==================== block 1
==> block_1/layer_met2.png <==
The bar under the picture is 50 um long.
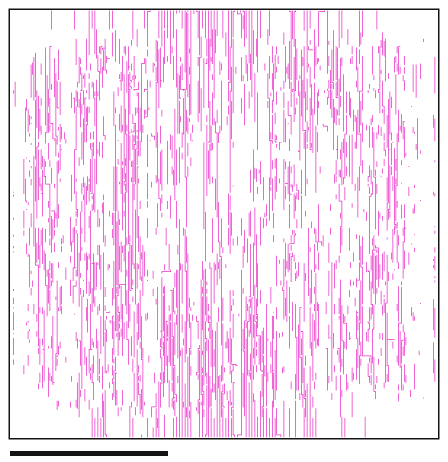

==> src/rtl/rv32i_fetch_decode_stage.sv <==
// RV32I fetch stage with single-outstanding imem port and IF/ID pipeline register.
// Optional macro RV32I_FETCH_MISALIGN_CHK_EN enables the sticky misaligned-redirect flag.
module rv32i_fetch_decode_stage #(
  parameter int unsigned     XLEN      = 32,
  parameter logic [XLEN-1:0] RESET_PC  = '0,
  parameter logic [31:0]     NOP_INSTR = 32'h0000_0013
) (
  input  logic            clk,
  input  logic            rst,
  input  logic            stallF,
  input  logic            flushF,
  input  logic            stallD,
  input  logic            flushD,
  input  logic            PCSrcE,
  input  logic [XLEN-1:0] PCTargetE,
  output logic            imem_req,
  output logic [XLEN-1:0] imem_addr,
  input  logic            imem_gnt,
  input  logic            imem_rvalid,
  input  logic [31:0]     imem_rdata,
  output logic [XLEN-1:0] PCF,
  output logic [31:0]     InstrD,
  output logic [XLEN-1:0] PCD,
  output logic [XLEN-1:0] PCPlus4D,
  output logic            validD,
  output logic            misalign_err
);

  typedef enum logic [1:0] {StIdle, StWait, StHold, StDrop} state_e;

  localparam logic [XLEN-1:0] PcStep = XLEN'(4);

  state_e          state_q, state_d;
  logic [XLEN-1:0] pcf_q, pcf_d;
  logic [31:0]     buf_q, buf_d;
  logic [31:0]     instrd_q, instrd_d;
  logic [XLEN-1:0] pcd_q, pcd_d;
  logic [XLEN-1:0] pcplus4d_q, pcplus4d_d;
  logic            validd_q, validd_d;

  logic            kill;
  logic            deliver;
  logic [31:0]     deliver_instr;
  logic [XLEN-1:0] redirect_pc;

  assign kill        = PCSrcE | flushF;
  assign redirect_pc = {PCTargetE[XLEN-1:2], 2'b00};

  // Fetch FSM: one request in flight; a kill while outstanding parks in StDrop.
  always_comb begin
    state_d       = state_q;
    buf_d         = buf_q;
    deliver       = 1'b0;
    deliver_instr = buf_q;
    imem_req      = 1'b0;
    unique case (state_q)
      StIdle: begin
        imem_req = ~stallF & ~rst;
        // A request accepted alongside a kill fetches a stale PC.
        if (imem_req && imem_gnt) begin
          state_d = kill ? StDrop : StWait;
        end
      end
      StWait: begin
        if (imem_rvalid) begin
          if (kill) begin
            state_d = StIdle;
          end else if (stallD) begin
            buf_d   = imem_rdata;
            state_d = StHold;
          end else begin
            deliver       = 1'b1;
            deliver_instr = imem_rdata;
            state_d       = StIdle;
          end
        end else if (kill) begin
          state_d = StDrop;
        end
      end
      StHold: begin
        if (kill) begin
          state_d = StIdle;
        end else if (!stallD) begin
          deliver = 1'b1;
          state_d = StIdle;
        end
      end
      StDrop: begin
        if (imem_rvalid) begin
          state_d = StIdle;
        end
      end
      default: state_d = StIdle;
    endcase
  end

  always_comb begin
    pcf_d = pcf_q;
    if (PCSrcE) begin
      pcf_d = redirect_pc;
    end else if (stallF) begin
      pcf_d = pcf_q;
    end else if (deliver) begin
      pcf_d = pcf_q + PcStep;
    end
  end

  // The delivered instruction always belongs to PCF: PCF cannot move while a fetch is live.
  always_comb begin
    instrd_d   = instrd_q;
    pcd_d      = pcd_q;
    pcplus4d_d = pcplus4d_q;
    validd_d   = validd_q;
    if (flushD || PCSrcE) begin
      instrd_d = NOP_INSTR;
      validd_d = 1'b0;
    end else if (stallD) begin
      validd_d = validd_q;
    end else if (deliver) begin
      instrd_d   = deliver_instr;
      pcd_d      = pcf_q;
      pcplus4d_d = pcf_q + PcStep;
      validd_d   = 1'b1;
    end else begin
      instrd_d = NOP_INSTR;
      validd_d = 1'b0;
    end
  end

  always_ff @(posedge clk) begin
    if (rst) begin
      state_q    <= StIdle;
      pcf_q      <= RESET_PC;
      buf_q      <= NOP_INSTR;
      instrd_q   <= NOP_INSTR;
      pcd_q      <= '0;
      pcplus4d_q <= '0;
      validd_q   <= 1'b0;
    end else begin
      state_q    <= state_d;
      pcf_q      <= pcf_d;
      buf_q      <= buf_d;
      instrd_q   <= instrd_d;
      pcd_q      <= pcd_d;
      pcplus4d_q <= pcplus4d_d;
      validd_q   <= validd_d;
    end
  end

`ifdef RV32I_FETCH_MISALIGN_CHK_EN
  logic misalign_q, misalign_d;

  always_comb begin
    misalign_d = misalign_q;
    if (PCSrcE && (PCTargetE[1:0] != 2'b00)) begin
      misalign_d = 1'b1;
    end
  end

  always_ff @(posedge clk) begin
    if (rst) begin
      misalign_q <= 1'b0;
    end else begin
      misalign_q <= misalign_d;
    end
  end

  assign misalign_err = misalign_q;
`else
  logic unused_tgt_lsb;
  assign unused_tgt_lsb = ^PCTargetE[1:0];
  assign misalign_err   = 1'b0;
`endif

  assign imem_addr = pcf_q;
  assign PCF       = pcf_q;
  assign InstrD    = instrd_q;
  assign PCD       = pcd_q;
  assign PCPlus4D  = pcplus4d_q;
  assign validD    = validd_q;

endmodule

==> config.mk <==
export PLATFORM = sky130hd
export DESIGN_NAME = rv32i_fetch_decode_stage
export DESIGN_NICKNAME = d
export VERILOG_FILES = /design/src/rtl/rv32i_fetch_decode_stage.sv
export SDC_FILE = /design/constraint.sdc
export NUM_CORES = 1
export LEC_CHECK = 0
export CAP_MARGIN = 20
export CORE_MARGIN = 4
export CORE_UTILIZATION = 45
export CTS_BUF_LIST = sky130_fd_sc_hd__clkbuf_16
export CTS_CLUSTER_SIZE = 8
export DETAILED_ROUTE_END_ITERATION = 10
export PLACE_DENSITY_LB_ADDON = 0.08
export SYNTH_ARGS = -nofsm -noshare
export SYNTH_HDL_FRONTEND = slang
export SYNTH_SLANG_ARGS = --single-unit
==> constraint.sdc <==
create_clock -name clk -period 2.1 [get_ports clk]
set_input_delay 0.315 -clock clk [delete_from_list [all_inputs] [get_ports clk]]
set_output_delay 0.315 -clock clk [all_outputs]
set_load 0.1 [all_outputs]
==================== block 2
==> src/rtl/blinking_pwm.sv <==
// blinking_pwm: self-timed PWM LED driver with frame-by-frame high length sweep (optional BLINKING_PWM_BREATHE_EN)
module blinking_pwm #(
  parameter int MAX_N     = 8,
  parameter int LOW_RATIO = 2
) (
  input  logic clk,
  input  logic rst,
  input  logic en,
  output logic pwm_out
);
  localparam int CW = $clog2(LOW_RATIO * MAX_N + 1);
  localparam logic [CW-1:0] ONE = CW'(1);
  localparam logic [CW-1:0] MX  = CW'(MAX_N);
  localparam logic [CW-1:0] LR  = CW'(LOW_RATIO);
  typedef enum logic [1:0] {IDLE, HIGH, LOW} state_t;
  state_t state;
  logic [CW-1:0] n, cnt, n_next;
`ifdef BLINKING_PWM_BREATHE_EN
  logic dir, dir_next;
  // triangle sweep: turn around at both endpoints, dir=1 means counting down
  always_comb begin
    n_next   = (MAX_N == 1) ? n : (dir ? ((n == ONE) ? n + ONE : n - ONE) : ((n == MX) ? n - ONE : n + ONE));
    dir_next = (MAX_N == 1) ? dir : (dir ? (n != ONE) : (n == MX));
  end
`else
  // sawtooth sweep: wrap to 1 after the longest frame
  always_comb n_next = (n == MX) ? ONE : n + ONE;
`endif
  // frame sequencer; abort on en low mid-frame shares the reset path
  always_ff @(posedge clk) begin
    if (rst || (state != IDLE && !en)) begin
      state   <= IDLE;
      pwm_out <= 1'b0;
      n       <= ONE;
      cnt     <= '0;
`ifdef BLINKING_PWM_BREATHE_EN
      dir     <= 1'b0;
`endif
    end else if (state == IDLE) begin
      if (en) begin
        state   <= HIGH;
        pwm_out <= 1'b1;
        cnt     <= ONE;
      end
    end else if (state == HIGH) begin
      if (cnt == n) begin
        state   <= LOW;
        pwm_out <= 1'b0;
        cnt     <= ONE;
      end else cnt <= cnt + ONE;
    end else begin
      if (cnt == LR * n) begin
        state   <= HIGH;
        pwm_out <= 1'b1;
        cnt     <= ONE;
        n       <= n_next;
`ifdef BLINKING_PWM_BREATHE_EN
        dir     <= dir_next;
`endif
      end else cnt <= cnt + ONE;
    end
  end
endmodule

==> config.mk <==
export PLATFORM = sky130hd
export DESIGN_NAME = blinking_pwm
export DESIGN_NICKNAME = d
export VERILOG_FILES = /design/src/rtl/blinking_pwm.sv
export SDC_FILE = /design/constraint.sdc
export NUM_CORES = 1
export LEC_CHECK = 0
export CAP_MARGIN = 15
export CORE_UTILIZATION = 51
export DETAILED_ROUTE_END_ITERATION = 10
export HOLD_SLACK_MARGIN = 0.06
export PLACE_DENSITY = 0.7
export SLEW_MARGIN = 25
export SYNTH_ARGS = -nofsm -noshare
export SYNTH_HDL_FRONTEND = slang
export SYNTH_SLANG_ARGS = --single-unit
==> constraint.sdc <==
create_clock -name clk -period 1.63 [get_ports clk]
set_input_delay 0.326 -clock clk [delete_from_list [all_inputs] [get_ports clk]]
set_output_delay 0.326 -clock clk [all_outputs]
set_load 0.05 [all_outputs]
==================== block 3
[src/rtl/kamacore_pkg.sv]
// Shared types and constants for the kamacore hazard unit.
package kamacore_pkg;

  typedef enum logic [1:0] {
    IDLE = 2'd0,
    BUSY = 2'd1,
    DONE = 2'd2
  } hazard_state_t;

  localparam int REG_W_DEFAULT = 4;
  localparam logic [REG_W_DEFAULT-1:0] REG_ZERO = 4'd0;

endpackage

[src/rtl/kamacore_hazard_unit_if.sv]
// Pipeline-to-hazard-unit bundle: ID/EX hazard sources in, pipeline controls and statistics out.
interface kamacore_hazard_unit_if
  import kamacore_pkg::*;
#(
  parameter int REG_W  = REG_W_DEFAULT,
  parameter int STAT_W = 16
);
  logic              ID_valid;
  logic [REG_W-1:0]  ID_register_a;
  logic              ID_uses_a;
  logic [REG_W-1:0]  ID_register_b;
  logic              ID_uses_b;
  logic [REG_W-1:0]  EX_destination_register;
  logic              EX_control_write_register;
  logic              EX_control_mem_read;
  logic              EX_multicycle_start;
  logic              EX_branch_taken;
  logic              stall_IF;
  logic              stall_ID;
  logic              hold_EX;
  logic              bubble_EX;
  logic              bubble_MEM;
  logic              flush_ID;
  logic              mc_done;
  logic [STAT_W-1:0] stat_stall_cycles;
  logic [STAT_W-1:0] stat_flushes;

  modport master (
    output ID_valid, ID_register_a, ID_uses_a, ID_register_b, ID_uses_b,
    output EX_destination_register, EX_control_write_register, EX_control_mem_read,
    output EX_multicycle_start, EX_branch_taken,
    input  stall_IF, stall_ID, hold_EX, bubble_EX, bubble_MEM, flush_ID, mc_done,
    input  stat_stall_cycles, stat_flushes
  );

  modport slave (
    input  ID_valid, ID_register_a, ID_uses_a, ID_register_b, ID_uses_b,
    input  EX_destination_register, EX_control_write_register, EX_control_mem_read,
    input  EX_multicycle_start, EX_branch_taken,
    output stall_IF, stall_ID, hold_EX, bubble_EX, bubble_MEM, flush_ID, mc_done,
    output stat_stall_cycles, stat_flushes
  );
endinterface

[src/rtl/kamacore_hazard_unit_chk.sv]
// Simulation checks on the hazard unit inputs.
module kamacore_hazard_unit_chk (
  input logic clk,
  input logic reset,
  input logic start,
  input logic branch
);

  // one instruction cannot both start a multi-cycle op and resolve a taken branch
  a_start_with_branch: assert property (@(posedge clk) disable iff (!reset) !(start && branch));

endmodule

[src/rtl/kamacore_multicycle_timer.sv]
// Loadable down-counter; zero reports whether the value held after this cycle's load/decrement is zero.
module kamacore_multicycle_timer #(
  parameter int CNT_W = 2
) (
  input  logic             clk,
  input  logic             reset,
  input  logic             load,
  input  logic [CNT_W-1:0] load_value,
  input  logic             dec,
  output logic             zero
);

  logic [CNT_W-1:0] count_r;
  logic [CNT_W-1:0] count_next_s;

  // next count: load wins over decrement, decrement stops at zero
  always_comb begin
    count_next_s = count_r;
    if (load) begin
      count_next_s = load_value;
    end else if (dec && (count_r != {CNT_W{1'b0}})) begin
      count_next_s = count_r - {{(CNT_W-1){1'b0}}, 1'b1};
    end else begin
      count_next_s = count_r;
    end
  end

  // count register
  always_ff @(posedge clk or negedge reset) begin
    if (!reset) begin
      count_r <= {CNT_W{1'b0}};
    end else begin
      count_r <= count_next_s;
    end
  end

  assign zero = (count_next_s == {CNT_W{1'b0}});

endmodule

[src/rtl/kamacore_hazard_unit.sv]
// Load-use / multi-cycle / taken-branch hazard control. Optional statistics: KAMACORE_HAZARD_STATS_EN.
module kamacore_hazard_unit
  import kamacore_pkg::*;
#(
  parameter int MC_LATENCY = 4,
  parameter int REG_W      = REG_W_DEFAULT,
  parameter int STAT_W     = 16
) (
  input logic                   clk,
  input logic                   reset,
  kamacore_hazard_unit_if.slave hz
);

  localparam int CNT_W = (MC_LATENCY > 2) ? $clog2(MC_LATENCY) : 1;

  hazard_state_t state_r;
  hazard_state_t state_next_s;
  logic          lu_s;
  logic          timer_load_s;
  logic          timer_dec_s;
  logic          timer_zero_s;
  logic          stall_if_s;
  logic          stall_id_s;
  logic          hold_ex_s;
  logic          bubble_ex_s;
  logic          bubble_mem_s;
  logic          flush_id_s;
  logic          mc_done_s;

  assign lu_s = hz.ID_valid & hz.EX_control_mem_read & hz.EX_control_write_register
              & (hz.EX_destination_register != REG_W'(REG_ZERO))
              & ((hz.ID_uses_a & (hz.ID_register_a == hz.EX_destination_register))
               | (hz.ID_uses_b & (hz.ID_register_b == hz.EX_destination_register)));

  // kept outside the FSM process so the timer's zero flag does not form a loop through it
  assign timer_load_s = (state_r == IDLE) & hz.EX_multicycle_start;
  assign timer_dec_s  = (state_r == BUSY);

  kamacore_multicycle_timer #(.CNT_W(CNT_W)) u_timer (
    .clk        (clk),
    .reset      (reset),
    .load       (timer_load_s),
    .load_value (CNT_W'(MC_LATENCY - 2)),
    .dec        (timer_dec_s),
    .zero       (timer_zero_s)
  );

  // FSM state register
  always_ff @(posedge clk or negedge reset) begin
    if (!reset) begin
      state_r <= IDLE;
    end else begin
      state_r <= state_next_s;
    end
  end

  // next state and prioritised control outputs
  always_comb begin
    state_next_s = state_r;
    stall_if_s   = 1'b0;
    stall_id_s   = 1'b0;
    hold_ex_s    = 1'b0;
    bubble_ex_s  = 1'b0;
    bubble_mem_s = 1'b0;
    flush_id_s   = 1'b0;
    mc_done_s    = 1'b0;
    case (state_r)
      IDLE: begin
        // zero here means MC_LATENCY==2: no BUSY cycles at all
        if (hz.EX_multicycle_start) begin
          state_next_s = timer_zero_s ? DONE : BUSY;
        end else begin
          state_next_s = IDLE;
        end
      end
      BUSY: begin
        state_next_s = timer_zero_s ? DONE : BUSY;
      end
      DONE: begin
        mc_done_s    = 1'b1;
        state_next_s = IDLE;
      end
      default: begin
        state_next_s = IDLE;
      end
    endcase
    // EX is frozen while BUSY, so branch and load-use cannot apply there
    if (state_r == BUSY) begin
      stall_if_s   = 1'b1;
      stall_id_s   = 1'b1;
      hold_ex_s    = 1'b1;
      bubble_mem_s = 1'b1;
    end else if (hz.EX_branch_taken) begin
      flush_id_s   = 1'b1;
      bubble_ex_s  = 1'b1;
    end else if (lu_s) begin
      stall_if_s   = 1'b1;
      stall_id_s   = 1'b1;
      bubble_ex_s  = 1'b1;
    end else begin
      stall_if_s   = 1'b0;
    end
    if (!reset) begin
      stall_if_s   = 1'b0;
      stall_id_s   = 1'b0;
      hold_ex_s    = 1'b0;
      bubble_ex_s  = 1'b0;
      bubble_mem_s = 1'b0;
      flush_id_s   = 1'b0;
      mc_done_s    = 1'b0;
    end else begin
      mc_done_s    = mc_done_s;
    end
  end

  assign hz.stall_IF   = stall_if_s;
  assign hz.stall_ID   = stall_id_s;
  assign hz.hold_EX    = hold_ex_s;
  assign hz.bubble_EX  = bubble_ex_s;
  assign hz.bubble_MEM = bubble_mem_s;
  assign hz.flush_ID   = flush_id_s;
  assign hz.mc_done    = mc_done_s;

`ifdef KAMACORE_HAZARD_STATS_EN
  logic [STAT_W-1:0] stall_cnt_r;
  logic [STAT_W-1:0] flush_cnt_r;

  // saturating statistics counters
  always_ff @(posedge clk or negedge reset) begin
    if (!reset) begin
      stall_cnt_r <= {STAT_W{1'b0}};
      flush_cnt_r <= {STAT_W{1'b0}};
    end else begin
      if (stall_if_s && (stall_cnt_r != {STAT_W{1'b1}})) begin
        stall_cnt_r <= stall_cnt_r + STAT_W'(1);
      end
      if (flush_id_s && (flush_cnt_r != {STAT_W{1'b1}})) begin
        flush_cnt_r <= flush_cnt_r + STAT_W'(1);
      end
    end
  end

  assign hz.stat_stall_cycles = stall_cnt_r;
  assign hz.stat_flushes      = flush_cnt_r;
`else
  assign hz.stat_stall_cycles = {STAT_W{1'b0}};
  assign hz.stat_flushes      = {STAT_W{1'b0}};
`endif

  kamacore_hazard_unit_chk u_chk (
    .clk    (clk),
    .reset  (reset),
    .start  (hz.EX_multicycle_start),
    .branch (hz.EX_branch_taken)
  );

endmodule

[src/flat_wrapper.sv]
// flat-port wrapper written by rule: the top's interface ports become plain ports
module kamacore_hazard_unit_flat import kamacore_pkg::*;
#(
  parameter int MC_LATENCY = 4,
  parameter int REG_W      = REG_W_DEFAULT,
  parameter int STAT_W     = 16
)
  (clk, reset, hz_ID_valid, hz_ID_register_a, hz_ID_uses_a, hz_ID_register_b, hz_ID_uses_b, hz_EX_destination_register, hz_EX_control_write_register, hz_EX_control_mem_read, hz_EX_multicycle_start, hz_EX_branch_taken, hz_stall_IF, hz_stall_ID, hz_hold_EX, hz_bubble_EX, hz_bubble_MEM, hz_flush_ID, hz_mc_done, hz_stat_stall_cycles, hz_stat_flushes);
  kamacore_hazard_unit_if #(.REG_W(REG_W), .STAT_W(STAT_W)) hz_i ();
  input logic clk;
  input logic reset;
  input wire logic [$bits(hz_i.ID_valid)-1:0] hz_ID_valid;
  input wire logic [$bits(hz_i.ID_register_a)-1:0] hz_ID_register_a;
  input wire logic [$bits(hz_i.ID_uses_a)-1:0] hz_ID_uses_a;
  input wire logic [$bits(hz_i.ID_register_b)-1:0] hz_ID_register_b;
  input wire logic [$bits(hz_i.ID_uses_b)-1:0] hz_ID_uses_b;
  input wire logic [$bits(hz_i.EX_destination_register)-1:0] hz_EX_destination_register;
  input wire logic [$bits(hz_i.EX_control_write_register)-1:0] hz_EX_control_write_register;
  input wire logic [$bits(hz_i.EX_control_mem_read)-1:0] hz_EX_control_mem_read;
  input wire logic [$bits(hz_i.EX_multicycle_start)-1:0] hz_EX_multicycle_start;
  input wire logic [$bits(hz_i.EX_branch_taken)-1:0] hz_EX_branch_taken;
  output wire logic [$bits(hz_i.stall_IF)-1:0] hz_stall_IF;
  output wire logic [$bits(hz_i.stall_ID)-1:0] hz_stall_ID;
  output wire logic [$bits(hz_i.hold_EX)-1:0] hz_hold_EX;
  output wire logic [$bits(hz_i.bubble_EX)-1:0] hz_bubble_EX;
  output wire logic [$bits(hz_i.bubble_MEM)-1:0] hz_bubble_MEM;
  output wire logic [$bits(hz_i.flush_ID)-1:0] hz_flush_ID;
  output wire logic [$bits(hz_i.mc_done)-1:0] hz_mc_done;
  output wire logic [$bits(hz_i.stat_stall_cycles)-1:0] hz_stat_stall_cycles;
  output wire logic [$bits(hz_i.stat_flushes)-1:0] hz_stat_flushes;
  assign hz_i.ID_valid = hz_ID_valid;
  assign hz_i.ID_register_a = hz_ID_register_a;
  assign hz_i.ID_uses_a = hz_ID_uses_a;
  assign hz_i.ID_register_b = hz_ID_register_b;
  assign hz_i.ID_uses_b = hz_ID_uses_b;
  assign hz_i.EX_destination_register = hz_EX_destination_register;
  assign hz_i.EX_control_write_register = hz_EX_control_write_register;
  assign hz_i.EX_control_mem_read = hz_EX_control_mem_read;
  assign hz_i.EX_multicycle_start = hz_EX_multicycle_start;
  assign hz_i.EX_branch_taken = hz_EX_branch_taken;
  assign hz_stall_IF = hz_i.stall_IF;
  assign hz_stall_ID = hz_i.stall_ID;
  assign hz_hold_EX = hz_i.hold_EX;
  assign hz_bubble_EX = hz_i.bubble_EX;
  assign hz_bubble_MEM = hz_i.bubble_MEM;
  assign hz_flush_ID = hz_i.flush_ID;
  assign hz_mc_done = hz_i.mc_done;
  assign hz_stat_stall_cycles = hz_i.stat_stall_cycles;
  assign hz_stat_flushes = hz_i.stat_flushes;
  kamacore_hazard_unit #(.MC_LATENCY(MC_LATENCY), .REG_W(REG_W), .STAT_W(STAT_W)) u_core (.clk(clk), .reset(reset), .hz(hz_i));
endmodule
[config.mk]
export PLATFORM = sky130hd
export DESIGN_NAME = kamacore_hazard_unit_flat
export DESIGN_NICKNAME = d
export VERILOG_FILES = /design/src/rtl/kamacore_pkg.sv /design/src/rtl/kamacore_hazard_unit_if.sv /design/src/rtl/kamacore_hazard_unit_chk.sv /design/src/rtl/kamacore_multicycle_timer.sv /design/src/rtl/kamacore_hazard_unit.sv /design/src/flat_wrapper.sv
export SDC_FILE = /design/constraint.sdc
export NUM_CORES = 1
export LEC_CHECK = 0
export CAP_MARGIN = 10
export CORE_ASPECT_RATIO = 1.5
export CORE_MARGIN = 2
export CORE_UTILIZATION = 29
export DETAILED_ROUTE_END_ITERATION = 10
export PLACE_DENSITY_LB_ADDON = 0.15
export SYNTH_ARGS = -nofsm -noshare
export SYNTH_HDL_FRONTEND = slang
export SYNTH_SLANG_ARGS = --single-unit
[constraint.sdc]
create_clock -name clk -period 1.45 [get_ports clk]
set_input_delay 0.29 -clock clk [delete_from_list [all_inputs] [get_ports clk]]
set_output_delay 0.29 -clock clk [all_outputs]
set_load 0.05 [all_outputs]
==> block_1/placement.png <==
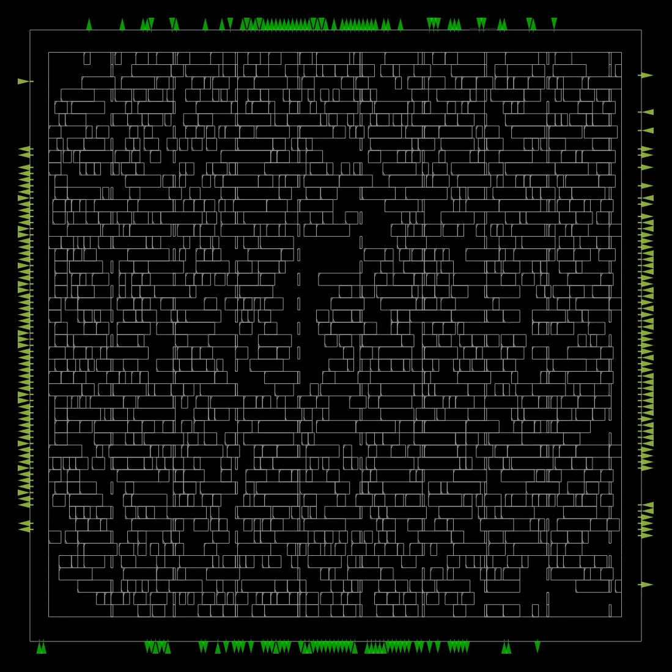
fillers: 1411
n_taps: 216
Non-Filler Instances: 1307

## Picture notes: block_1/layer_met2.png
The wires run mostly vertical. 924 nets have wire on it. The layer carries 10500 um of wire.
Post-Route WL: 21700 um
via count: 6752

==> ci_impl_report.md, block 1 <==
## Synthesis and layout report

| Metric | Value |
|---|---|
| Status | complete, no violations |
| Antenna violations before repair | 0 |
| Die width | 135.5 um |
| Comb/total area | 35.17% |
| Most frequent cell after synthesis | nand2_1 |
| Worst hold margin | 0.3909 ns |
| Met1 usage | 29.50% |
| Ys Warns | 0 |
| Dominant Register Cell | dfxtp_1 |
| Largest net degree at the start of global routing | 53 |
| Critical Path Max Stage Delay | 0.35 ns |
| Worst setup path category | flop to flop |
| I/O Pins | 236 |
| Hold Path Origin | rst |
| Post CTS Setup Buffer Count | 0 |
| Hold endpoint | PCF[24] |
| Mux area share | 4.566% |
| DRC viols | 0 |
==> block 1: worst min-delay path, stage by stage <==
cell and delay (ns):
buf_4 0.15, nor3_4 0.09, o21ai_0 0.17, nand2_1 0.05
==> block 1: routing by layer <==
layer / part of all wire (%) / up-vias
met3: 5.7 / 16
met4: 1.2 / 0
met1: 45 / 3161
li1: - / 3397
met2: 48 / 178
met5: 0 / -
==> block 1: registers in the layout (all words and copies together) (netlist names) <==
signal / count
PCD: 30
PCF: 30
validD: 1
state_q: 2
InstrD: 32
PCPlus4D: 30
buf_q: 32
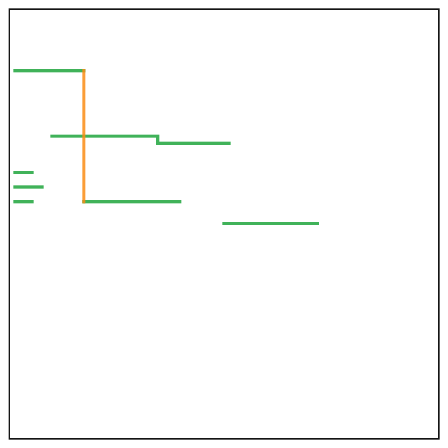
(block_2/wires.png)
Two of the layers only.
Key: metal 4 = orange [wire length 12.2 um]; metal 3 = green [wire length 47.1 um]
Post-Route WL: 1516 um
Overall Global Routing Usage: 23.55%

==> ci_impl_report.md, block 2 <==
## Synthesis and layout report

| Metric | Value |
|---|---|
| Max Cap Viol | 0 |
| Total CTS buffers | 3 |
| CTS resizes | 0 |
| Rows | 13 |
| Core region area | 1318 um2 |
| Largest class | combinational gates |
| Compound-Gate Fraction of Synth Area | 14.94% |
| Drt first pass iters | 4 |
| Highest-power group | sequential cells |
| Number of endpoints failing setup at the final stage | 0 |
| Worst path cell trace | xor2_1, nor3_4, nand3_2, or3_1, a21oi_1 |
| Crit Path Max Fanout | 6 |
| DP Cell Count | 116 |
| Non-Filler Instances | 120 |
| Ant diodes | 0 |
| Critical path's slowest cell | dfxtp_4 |
| Status | complete, no violations |
| Top cells, area | dfxtp_1 (33%), xor2_1 (7.1%), a21oi_1 (5.4%) |
| Area delta synth->final | 26.32% |
| Worst Max-Slew Pin Slew | 0.2829 ns |
| Most numerous logic cell after layout | buf_4 |
| Hold buffers post-CTS | 0 |
| Comb gates | 71 |
| Post-synth top cells | dfxtp_1 (12), a21oi_1 (8), nand2_1 (8), nor2_1 (8), xor2_1 (6) |
-- block 2: path summary, 6_finish.rpt --
kind / start / endpoint / depth (start not counted)
worst max-delay path: cnt[3] / n[3] / 5
worst min-delay path: cnt[4] / cnt[4] / 2
worst max register to register: cnt[3] / n[3] / 5
worst min register to register: cnt[4] / cnt[4] / 2
-- block 2: worst reg2reg max path, cell delays in order (launching register included) --
cell and delay [ns]:
dfxtp_4 0.37, xor2_1 0.19, nor3_4 0.29, nand3_2 0.15, or3_1 0.36, a21oi_1 0.14
-- block 2: state kept, by name, summed over array words and instances (netlist names) --
name     flops
n            5
state        1
pwm_out      1
cnt          5
==> block_3/layer_met2.png <==
The bar under the picture is 10 um long.
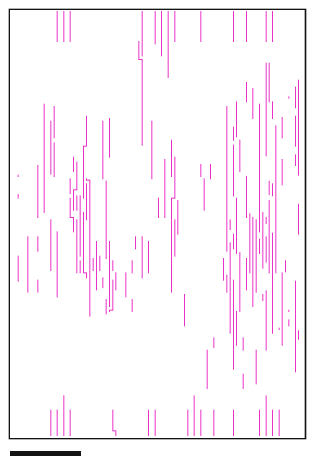
The longest straight run is 20.7 um. 131 nets have wire on it. The layer holds 57% of the routed length. The layer carries 767 um of wire.
via count: 547
Post-Route WL: 1336 um
met2 Track Usage GR: 20.76%

==> ci_impl_report.md, block 3 <==
## Synthesis and layout report

| Metric | Value |
|---|---|
| Status | finished, violations left |
| Failing checks | negative setup slack |
| Worst hold margin | 0.1775 ns |
| Slew Limit Fails | 0 |
| Final HPWL DP | 1200 um |
| Highest-power group | combinational logic |
| Iter 0 DRT Violations | 2 |
| GPL Wtd Cong | 0.8241 |
| Final core occ | 49.51% |
| Number of endpoints failing setup at the final stage | 3 |
| CP startpoint kind | primary input |
| Layout cells sized above 1 | 41.88% |
| Mux area share | 1.629% |
| Rows | 20 |
| Final WS setup | -0.1834 ns |
| R2R cell count | 5 |
| Critical path's slowest cell | nor4_2 |
| Wire length on met3 | 107 um |
| Worst min path class | primary input to asynchronous set/reset pin |
| Congestion Overflow GR | 0 |
| Mean Syn Cell Area | 7.314 um2 |
| Non-Filler Instances | 139 |
| VDD IR-drop max | 880.8 uV |
| Cells in synth_stat.txt | 84 |
| FA/HA/MAJ Cells, Area Fraction | 2.037% |
| Hold buffers post-CTS | 0 |
| Drt first pass iters | 4 |
| Ys async rst share | 100.0% |
| Worst path cell trace | buf_6, xor2_2, nor4_2, o21ai_2, o22ai_4, buf_12 |
| Bufs on Longest Clock Path | 2 |
## block 3: layout make-up
class	instances	area [um2]	area share (%)
clock buffer	3	22.52	2.244
inverter	6	22.52	2.244
multi-input combinational	71	464.2	46.26
sequential	4	101.3	10.10
tap	22	27.53	2.743
timing repair buffer	33	365.4	36.41
## block 3: flip-flops by register name (all words and copies together) (netlist names)
signal,flops
u_core.u_timer.count_r,2
u_core.state_r,2
## block 3: what timing repair did
item	4_1_cts	5_1_grt
gates resized	45	32
pin swaps	12	12
cloned	0	0
endpoints found under the hold margin	0	0
buffers inserted	2	0
setup endpoints to repair	7	5

==================== block 4
==> block_4/metal_density.png <==
The die is cut into 14 by 14 equal tiles; white is low, dark blue is high, scaled to the fullest tile. Values are wire area over tile area, all layers added.
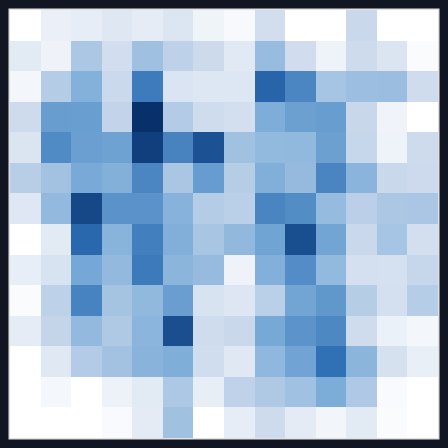

File: config.mk
export PLATFORM = sky130hd
export DESIGN_NAME = cascade_down_timer
export DESIGN_NICKNAME = d
export VERILOG_FILES = /design/src/rtl/timer_pkg.sv /design/src/rtl/mod_n_down_digit.sv /design/src/rtl/cascade_down_timer.sv
export SDC_FILE = /design/constraint.sdc
export NUM_CORES = 1
export LEC_CHECK = 0
export ABC_AREA = 1
export ABC_CLOCK_PERIOD_IN_PS = 1900
export CAP_MARGIN = 20
export CELL_PAD_IN_SITES_DETAIL_PLACEMENT = 2
export CELL_PAD_IN_SITES_GLOBAL_PLACEMENT = 2
export CORE_MARGIN = 2
export CORE_UTILIZATION = 24
export DETAILED_ROUTE_END_ITERATION = 12
export GPL_TIMING_DRIVEN = 0
export PLACE_DENSITY_LB_ADDON = 0.1
export SYNTH_ARGS = -nofsm -noshare
export SYNTH_HDL_FRONTEND = slang
export SYNTH_SLANG_ARGS = --single-unit
File: constraint.sdc
create_clock -name clk -period 1.9 [get_ports clk]
set_input_delay 0.38 -clock clk [delete_from_list [all_inputs] [get_ports clk]]
set_output_delay 0.38 -clock clk [all_outputs]
set_load 0.005 [all_outputs]
File: src/rtl/timer_pkg.sv
// Shared constants and helpers for the cascaded BCD down-timer.
package timer_pkg;

  localparam int DIGIT_W = 4;

  // MM:SS moduli, least-significant digit in the low nibble.
  localparam logic [4*DIGIT_W-1:0] MMSS_MODS = {4'd10, 4'd10, 4'd6, 4'd10};

  function automatic logic [DIGIT_W-1:0] clamp_digit(
    input logic [DIGIT_W-1:0] value,
    input logic [DIGIT_W-1:0] modulus
  );
    return (value >= modulus) ? modulus - DIGIT_W'(1) : value;
  endfunction

endpackage

File: src/rtl/mod_n_down_digit.sv
// Single modulo-MOD down-counting digit with clamped load and cascade terminal count.
module mod_n_down_digit
  import timer_pkg::*;
#(
  parameter int unsigned MOD = 10
) (
  input  logic               clk,
  input  logic               clear,
  input  logic               load,
  input  logic               enab,
  input  logic [DIGIT_W-1:0] numero,
  output logic [DIGIT_W-1:0] numero_saida,
  output logic               tc_saida,
  output logic               zero_saida
);

  localparam logic [DIGIT_W-1:0] MOD_V = DIGIT_W'(MOD);
  localparam logic [DIGIT_W-1:0] MAX_V = DIGIT_W'(MOD - 1);

  logic [DIGIT_W-1:0] r_cnt;
  logic               w_zero;

  always_ff @(posedge clk) begin
    if (!clear) begin
      r_cnt <= '0;
    end else if (!load) begin
      r_cnt <= clamp_digit(numero, MOD_V);
    end else if (enab) begin
      r_cnt <= w_zero ? MAX_V : r_cnt - DIGIT_W'(1);
    end
  end

  assign w_zero       = (r_cnt == '0);
  assign numero_saida = r_cnt;
  assign zero_saida   = w_zero;
  assign tc_saida     = enab & w_zero & clear;

endmodule

File: src/rtl/cascade_down_timer.sv
// N-digit cascaded BCD down-counter with clamped load, hold-or-wrap at zero and a done pulse.
module cascade_down_timer
  import timer_pkg::*;
#(
  parameter int                          NUM_DIGITS   = 4,
  parameter logic [4*NUM_DIGITS-1:0]     DIGIT_MODS   = MMSS_MODS,
  parameter bit                          HOLD_AT_ZERO = 1'b1
) (
  input  logic                          clk,
  input  logic                          clear,
  input  logic                          load,
  input  logic                          enab,
  input  logic [DIGIT_W*NUM_DIGITS-1:0] numero,
  output logic [DIGIT_W*NUM_DIGITS-1:0] numero_saida,
  output logic                          tc_saida,
  output logic                          zero_saida,
  output logic                          fim_saida
);

  logic [NUM_DIGITS-1:0] w_en;
  logic [NUM_DIGITS-1:0] w_tc;
  logic [NUM_DIGITS-1:0] w_zero;
  logic                  w_all_zero;
  logic                  w_last_step;
  logic                  w_unused_tc;
  logic                  r_fim;

  assign w_all_zero = &w_zero;

  // Holding at zero simply starves the LSB of its enable; the carry chain does the rest.
  assign w_en[0] = enab & ~(HOLD_AT_ZERO & w_all_zero);

  genvar g;
  generate
    for (g = 0; g < NUM_DIGITS; g++) begin : g_digit
      if (g > 0) begin : g_chain
        assign w_en[g] = w_tc[g-1];
      end
      mod_n_down_digit #(
        .MOD(int'(DIGIT_MODS[DIGIT_W*g +: DIGIT_W]))
      ) u_digit (
        .clk         (clk),
        .clear       (clear),
        .load        (load),
        .enab        (w_en[g]),
        .numero      (numero[DIGIT_W*g +: DIGIT_W]),
        .numero_saida(numero_saida[DIGIT_W*g +: DIGIT_W]),
        .tc_saida    (w_tc[g]),
        .zero_saida  (w_zero[g])
      );
    end
  endgenerate

  assign w_unused_tc = w_tc[NUM_DIGITS-1];

  // Only the value one step above zero reaches all-zero by decrementing.
  assign w_last_step = (numero_saida == (DIGIT_W*NUM_DIGITS)'(1));

  always_ff @(posedge clk) begin
    if (!clear) begin
      r_fim <= 1'b0;
    end else begin
      r_fim <= load & enab & w_last_step;
    end
  end

  assign fim_saida  = r_fim;
  assign zero_saida = w_all_zero;
  assign tc_saida   = enab & w_all_zero & clear;

endmodule

==================== block 5
**src/rtl/led_arb_pkg.sv**
```systemverilog
// Shared encodings for the LED bus arbiter: FSM states, mode codes, default width.
// Latency: n/a (types and constants only).
// Backpressure: n/a.
package led_arb_pkg;

    localparam int DEF_LED_W = 8;

    typedef enum logic [1:0] {
        ST_BOOT  = 2'd0,
        ST_CPU   = 2'd1,
        ST_STALE = 2'd2
    } state_t;

    localparam logic [1:0] MODE_BOOT   = 2'b00;
    localparam logic [1:0] MODE_CPU    = 2'b01;
    localparam logic [1:0] MODE_STALE  = 2'b10;
    localparam logic [1:0] MODE_FORCED = 2'b11;

    function automatic logic [1:0] state_mode(input state_t s);
        case (s)
            ST_CPU:   state_mode = MODE_CPU;
            ST_STALE: state_mode = MODE_STALE;
            default:  state_mode = MODE_BOOT;
        endcase
    endfunction

endpackage

```
**src/rtl/led_heartbeat_gen.sv**
```systemverilog
// Free-running heartbeat: prescaler, hb level toggle, optional chase rotator (LED_BUS_ARBITER_CHASE_EN).
// Latency: tick is combinational on terminal count; hb and chase update on that edge.
// Backpressure: none, runs continuously from reset regardless of arbiter state.
module led_heartbeat_gen
    import led_arb_pkg::*;
#(
`ifdef LED_BUS_ARBITER_CHASE_EN
    parameter int LED_W       = DEF_LED_W,
`endif
    parameter int HB_HALF_CYC = 25_000_000
) (
    input  logic             core_clk,
    input  logic             arst_n,
`ifdef LED_BUS_ARBITER_CHASE_EN
    input  logic             chase_ld,
    output logic [LED_W-1:0] chase,
`endif
    output logic             hb,
    output logic             tick
);
    localparam int PW = (HB_HALF_CYC > 1) ? $clog2(HB_HALF_CYC) : 1;
    localparam logic [PW-1:0] PRE_MAX = PW'(HB_HALF_CYC - 1);

    logic [PW-1:0] pre;

    assign tick = (pre == PRE_MAX);

    always_ff @(posedge core_clk or negedge arst_n) begin
        if (!arst_n) begin
            pre <= '0;
            hb  <= 1'b0;
        end else if (tick) begin
            pre <= '0;
            hb  <= ~hb;
        end else begin
            pre <= pre + PW'(1);
        end
    end

`ifdef LED_BUS_ARBITER_CHASE_EN
    // Load wins over rotate so STALE entry always restarts the chase at bit 0.
    always_ff @(posedge core_clk or negedge arst_n) begin
        if (!arst_n) begin
            chase <= '0;
        end else if (chase_ld) begin
            chase <= LED_W'(1);
        end else if (tick) begin
            chase <= {chase[LED_W-2:0], chase[LED_W-1]};
        end
    end
`endif

endmodule

```
**src/rtl/led_bus_arbiter.sv**
```systemverilog
// Arbitrates LEDG between the NIOS GPIO export and a heartbeat; chase pattern under LED_BUS_ARBITER_CHASE_EN.
// Latency: 1 cycle gpio_led -> LEDG in CPU mode; force_hw takes 2 sync + 1 output cycles.
// Backpressure: none, LEDG/mode/cpu_alive are re-registered every cycle.
module led_bus_arbiter
    import led_arb_pkg::*;
#(
    parameter int LED_W       = DEF_LED_W,
    parameter int HB_HALF_CYC = 25_000_000,
    parameter int TIMEOUT_CYC = 100_000_000,
    parameter int HB_BIT      = 3
) (
    input  logic             CLOCK_50,
    input  logic             RESET,
    input  logic [LED_W-1:0] gpio_led,
    input  logic             force_hw,
    output logic [LED_W-1:0] LEDG,
    output logic [1:0]       mode,
    output logic             cpu_alive
);
    localparam int TW = (TIMEOUT_CYC > 1) ? $clog2(TIMEOUT_CYC) : 1;
    localparam logic [TW-1:0] TMO_MAX = TW'(TIMEOUT_CYC - 1);

    logic [LED_W-1:0] gpio_q;
    logic             chg;
    logic             fh_m;
    logic             fh_s;
    state_t           state;
    state_t           state_nxt;
    logic [TW-1:0]    tmo;
    logic             hb;
    logic             tick;
    logic             hb_nxt;
    logic [LED_W-1:0] hb_pat;
    logic [LED_W-1:0] stale_pat;
    logic [LED_W-1:0] led_nxt;
    logic [1:0]       mode_nxt;

`ifdef LED_BUS_ARBITER_CHASE_EN
    logic             chase_ld;
    logic [LED_W-1:0] chase;

    assign chase_ld = (state_nxt == ST_STALE) && (state != ST_STALE);

    led_heartbeat_gen #(
        .LED_W       (LED_W),
        .HB_HALF_CYC (HB_HALF_CYC)
    ) u_hb (
        .core_clk (CLOCK_50),
        .arst_n   (RESET),
        .chase_ld (chase_ld),
        .chase    (chase),
        .hb       (hb),
        .tick     (tick)
    );
`else
    led_heartbeat_gen #(
        .HB_HALF_CYC (HB_HALF_CYC)
    ) u_hb (
        .core_clk (CLOCK_50),
        .arst_n   (RESET),
        .hb       (hb),
        .tick     (tick)
    );
`endif

    // A zero write straight after reset matches the cleared gpio_q, so it is not a change.
    assign chg    = (gpio_led != gpio_q);
    // Output is built from next-state values, so the LED level tracks the toggle edge itself.
    assign hb_nxt = hb ^ tick;

    always_comb begin
        hb_pat         = '0;
        hb_pat[HB_BIT] = hb_nxt;
`ifdef LED_BUS_ARBITER_CHASE_EN
        stale_pat      = chase_ld ? LED_W'(1) : chase;
`else
        stale_pat      = hb_pat;
`endif
        stale_pat[LED_W-1] = 1'b1;
    end

    always_comb begin
        state_nxt = state;
        case (state)
            ST_BOOT:  if (chg) state_nxt = ST_CPU;
            ST_CPU:   if (!chg && (tmo == TMO_MAX)) state_nxt = ST_STALE;
            ST_STALE: if (chg) state_nxt = ST_CPU;
            default:  state_nxt = ST_BOOT;
        endcase
    end

    always_comb begin
        led_nxt  = hb_pat;
        mode_nxt = MODE_FORCED;
        if (!fh_s) begin
            mode_nxt = state_mode(state_nxt);
            case (state_nxt)
                ST_CPU:   led_nxt = gpio_led;
                ST_STALE: led_nxt = stale_pat;
                default:  led_nxt = hb_pat;
            endcase
        end
    end

    always_ff @(posedge CLOCK_50 or negedge RESET) begin
        if (!RESET) begin
            gpio_q    <= '0;
            fh_m      <= 1'b0;
            fh_s      <= 1'b0;
            state     <= ST_BOOT;
            tmo       <= '0;
            LEDG      <= '0;
            mode      <= MODE_BOOT;
            cpu_alive <= 1'b0;
        end else begin
            gpio_q <= gpio_led;
            fh_m   <= force_hw;
            fh_s   <= fh_m;
            state  <= state_nxt;
            if (chg) begin
                tmo <= '0;
            end else if ((state == ST_CPU) && (tmo != TMO_MAX)) begin
                tmo <= tmo + TW'(1);
            end
            LEDG      <= led_nxt;
            mode      <= mode_nxt;
            cpu_alive <= (state_nxt == ST_CPU);
        end
    end

endmodule

```
**config.mk**
```make
export PLATFORM = sky130hd
export DESIGN_NAME = led_bus_arbiter
export DESIGN_NICKNAME = d
export VERILOG_FILES = /design/src/rtl/led_arb_pkg.sv /design/src/rtl/led_heartbeat_gen.sv /design/src/rtl/led_bus_arbiter.sv
export SDC_FILE = /design/constraint.sdc
export NUM_CORES = 1
export LEC_CHECK = 0
export CAP_MARGIN = 20
export CORE_MARGIN = 4
export CORE_UTILIZATION = 53
export DETAILED_ROUTE_END_ITERATION = 7
export PLACE_DENSITY = 0.74
export SYNTH_ARGS = -nofsm -noshare
export SYNTH_HDL_FRONTEND = slang
export SYNTH_SLANG_ARGS = --single-unit
```
**constraint.sdc**
```tcl
create_clock -name CLOCK_50 -period 2.4 [get_ports CLOCK_50]
set_input_delay 0.48 -clock CLOCK_50 [delete_from_list [all_inputs] [get_ports CLOCK_50]]
set_output_delay 0.48 -clock CLOCK_50 [all_outputs]
set_load 0.02 [all_outputs]
```
==> block_4/wires.png <==
Two of the layers only.
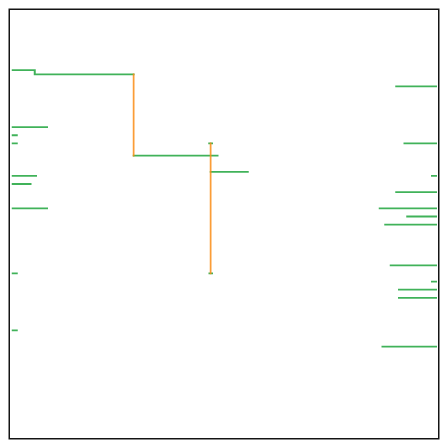
Key: metal 4 = orange [wire length 35.4 um]; metal 3 = green [wire length 135 um]
Overall Global Routing Usage: 16.60%
Post-Route WL: 3967 um
via count: 1312
Routed WL per cell: 14.75 um

==> block_4/placement.png <==
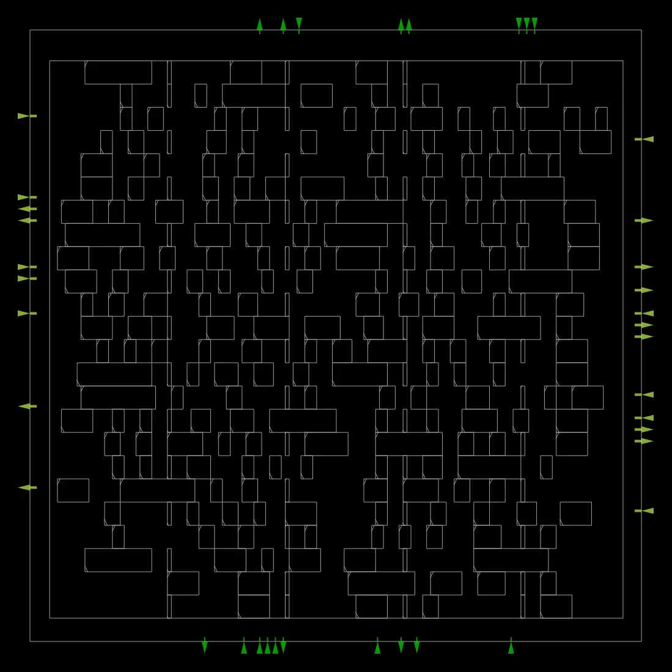
fillers: 513
final core occ: 38.41%

About block_4/metal_density.png:
21% of the tiles are over half the peak. The fullest tile reaches 0.37. 8.2% of the tiles are nearly empty.

==> ci_impl_report.md, block 4 <==
## Synthesis and layout report

| Metric | Value |
|---|---|
| Final hold violation count | 0 |
| PD cells | 682.0 nW/um2 |
| Seq pwr | 0.436 mW |
| Drt first pass iters | 2 |
| Combinational share of power | 36.3% |
| Hold Path Origin | g_digit[1].u_digit.numero_saida[2] |
| Worst hold margin | 0.4911 ns |
| Fp util | 25.03% |
| Post-Syn Instances | 168 |
| CP dominant cell by count | nand2_2 |
| DIE AREA | 5129 um2 |
| Die height | 71.62 um |
| Critical Path Max Stage Delay | 0.35 ns |
| Top cells excl fill/tap | clkdlybuf4s50_1 (35), nand2_1 (28), nor2_1 (21) |
| CP startpoint kind | flop |
| Status | complete, no violations |
-- block 4: final cells by class --
cell class	count	area [um2]
plain buffers	5	31.28
clock buffers	3	41.29
clock inverters	1	5.005
multi-input cells	130	690.7
well taps	52	65.06
repair buffers	45	424.2
inverters	16	60.06
flip-flops and latches	17	366.6
fillers	513	2700
-- block 4: per-layer routing --
layer,routed length (um),vias up,track usage [%]
met5,0,-,0
met4,35,0,4.403
met2,1935,24,29.73
li1,-,653,-
met1,1861,630,20.83
met3,134,5,2.250
==> block_5/flops_by_reg.png <==
Other sequential cells in the stronger gray, the rest of the logic in the fainter gray.
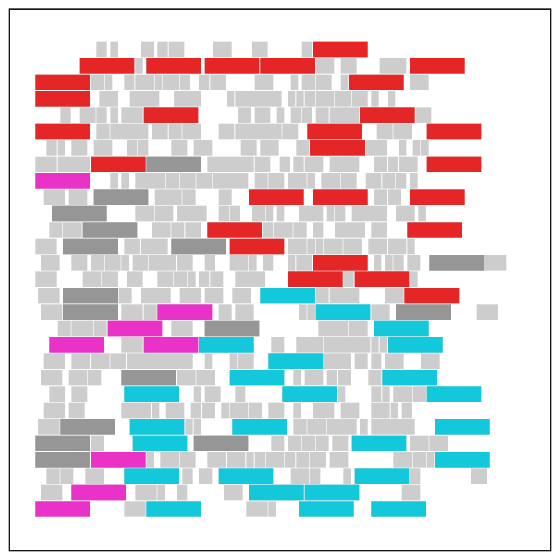
Key: u_hb.pre = cyan [placed flops 25]; tmo = red [placed flops 27]; LEDG = magenta [placed flops 8]
Flop area: 1902 um2
final core occ: 67.71%
sequential fraction of total cell area: 43.98%

==> ci_impl_report.md, block 5 <==
## Synthesis and layout report

| Metric | Value |
|---|---|
| Top comb family, area | simple AND/OR/NAND/NOR gates |
| Hold buffers post-CTS | 0 |
| Die height | 89.51 um |
| Non-Filler Instances | 463 |
| Total CTS buffers | 9 |
| Status | finished, violations left |
| Final WS setup | -0.003966 ns |
| Number of endpoints failing setup at the final stage | 1 |
| Worst hold margin | 0.07025 ns |
| Crit. Startpoint | tmo[18] |
| Worst min path class | primary input to asynchronous set/reset pin |
| Data required, critical path | 2.62 ns |
| Reg2reg start | tmo[18] |
| Syn nets | 336 |
| Ant diodes | 0 |
| DP Worst Slack | -0.2740 ns |
| Clock buffers | 11 |
| Late-Pin Clk Latency | 0.33 ns |
| RSZ-0062 raised after global routing | true |
| DP Cell Count | 441 |
| Post-Route WL | 6769 um |
| Critical Path Max Stage Delay | 0.40 ns |
| Iter 0 DRT Violations | 149 |
| Failing checks | negative setup slack |
| Die width | 89.51 um |
==> block 5: metal layers <==
layer | wire, um | track usage [%]
met1 | 3127 | 26.40
met5 | 0 | 0
met4 | 127 | 9.202
met3 | 289 | 4.332
met2 | 3225 | 28.94
==> block 5: flip-flops by register name, summed over array words and instances, names as in the netlist <==
| name | count |
|---|---|
| tmo | 27 |
| state | 2 |
| u_hb.hb | 1 |
| fh_s | 1 |
| LEDG | 8 |
| fh_m | 1 |
| cpu_alive | 1 |
| u_hb.pre | 25 |
| gpio_q | 8 |
| mode | 2 |

## Gallery

Metal 2.
The bar under the picture is 20 um long.
Plate I
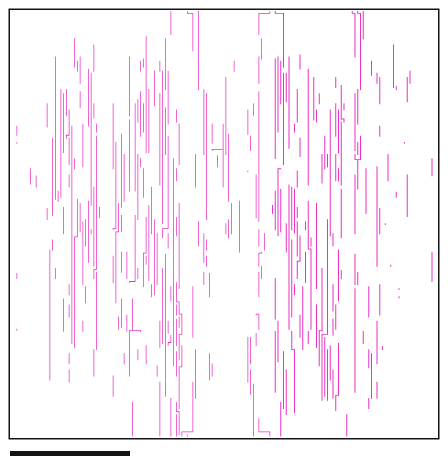
Plate II
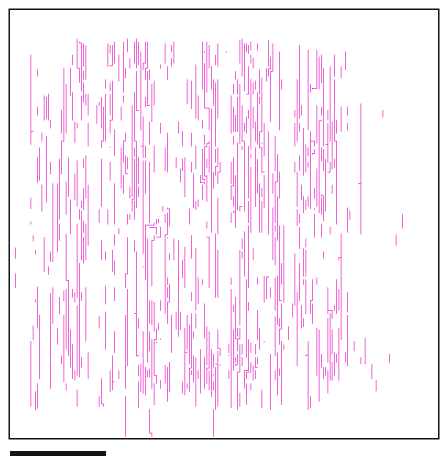
Plate I -> block 4
Plate II -> block 5
- largest die: Plate II



==> gallery <==
Wires at chosen ports, followed through buffers.
(a)
The bar under the picture is 10 um long.
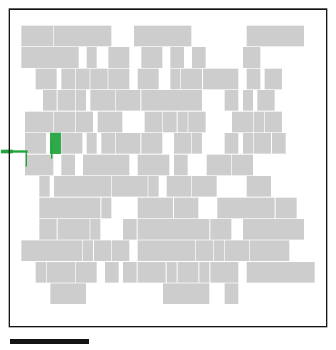
(b)
The bar under the picture is 20 um long.
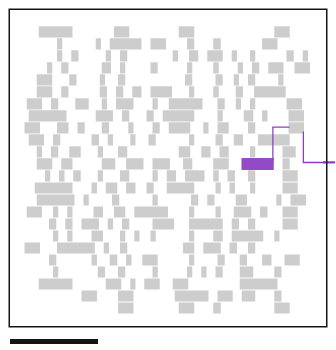
(c)
The bar under the picture is 50 um long.
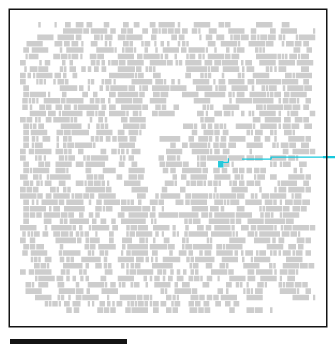
(d)
The bar under the picture is 20 um long.
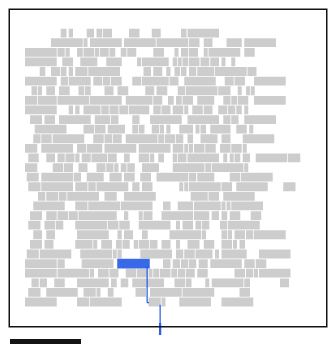
(e)
The bar under the picture is 10 um long.
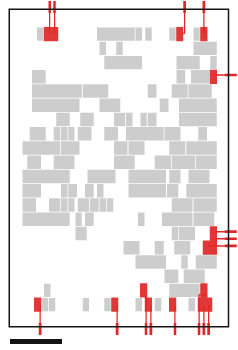
For block 5, see (d).
For block 2, see (a).
For block 1, see (c).
For block 4, see (b).
For block 3, see (e).
- smallest die: (a)
- fewest cells: (a)

No activity file was given, so power comes from the tool's default toggle rates.
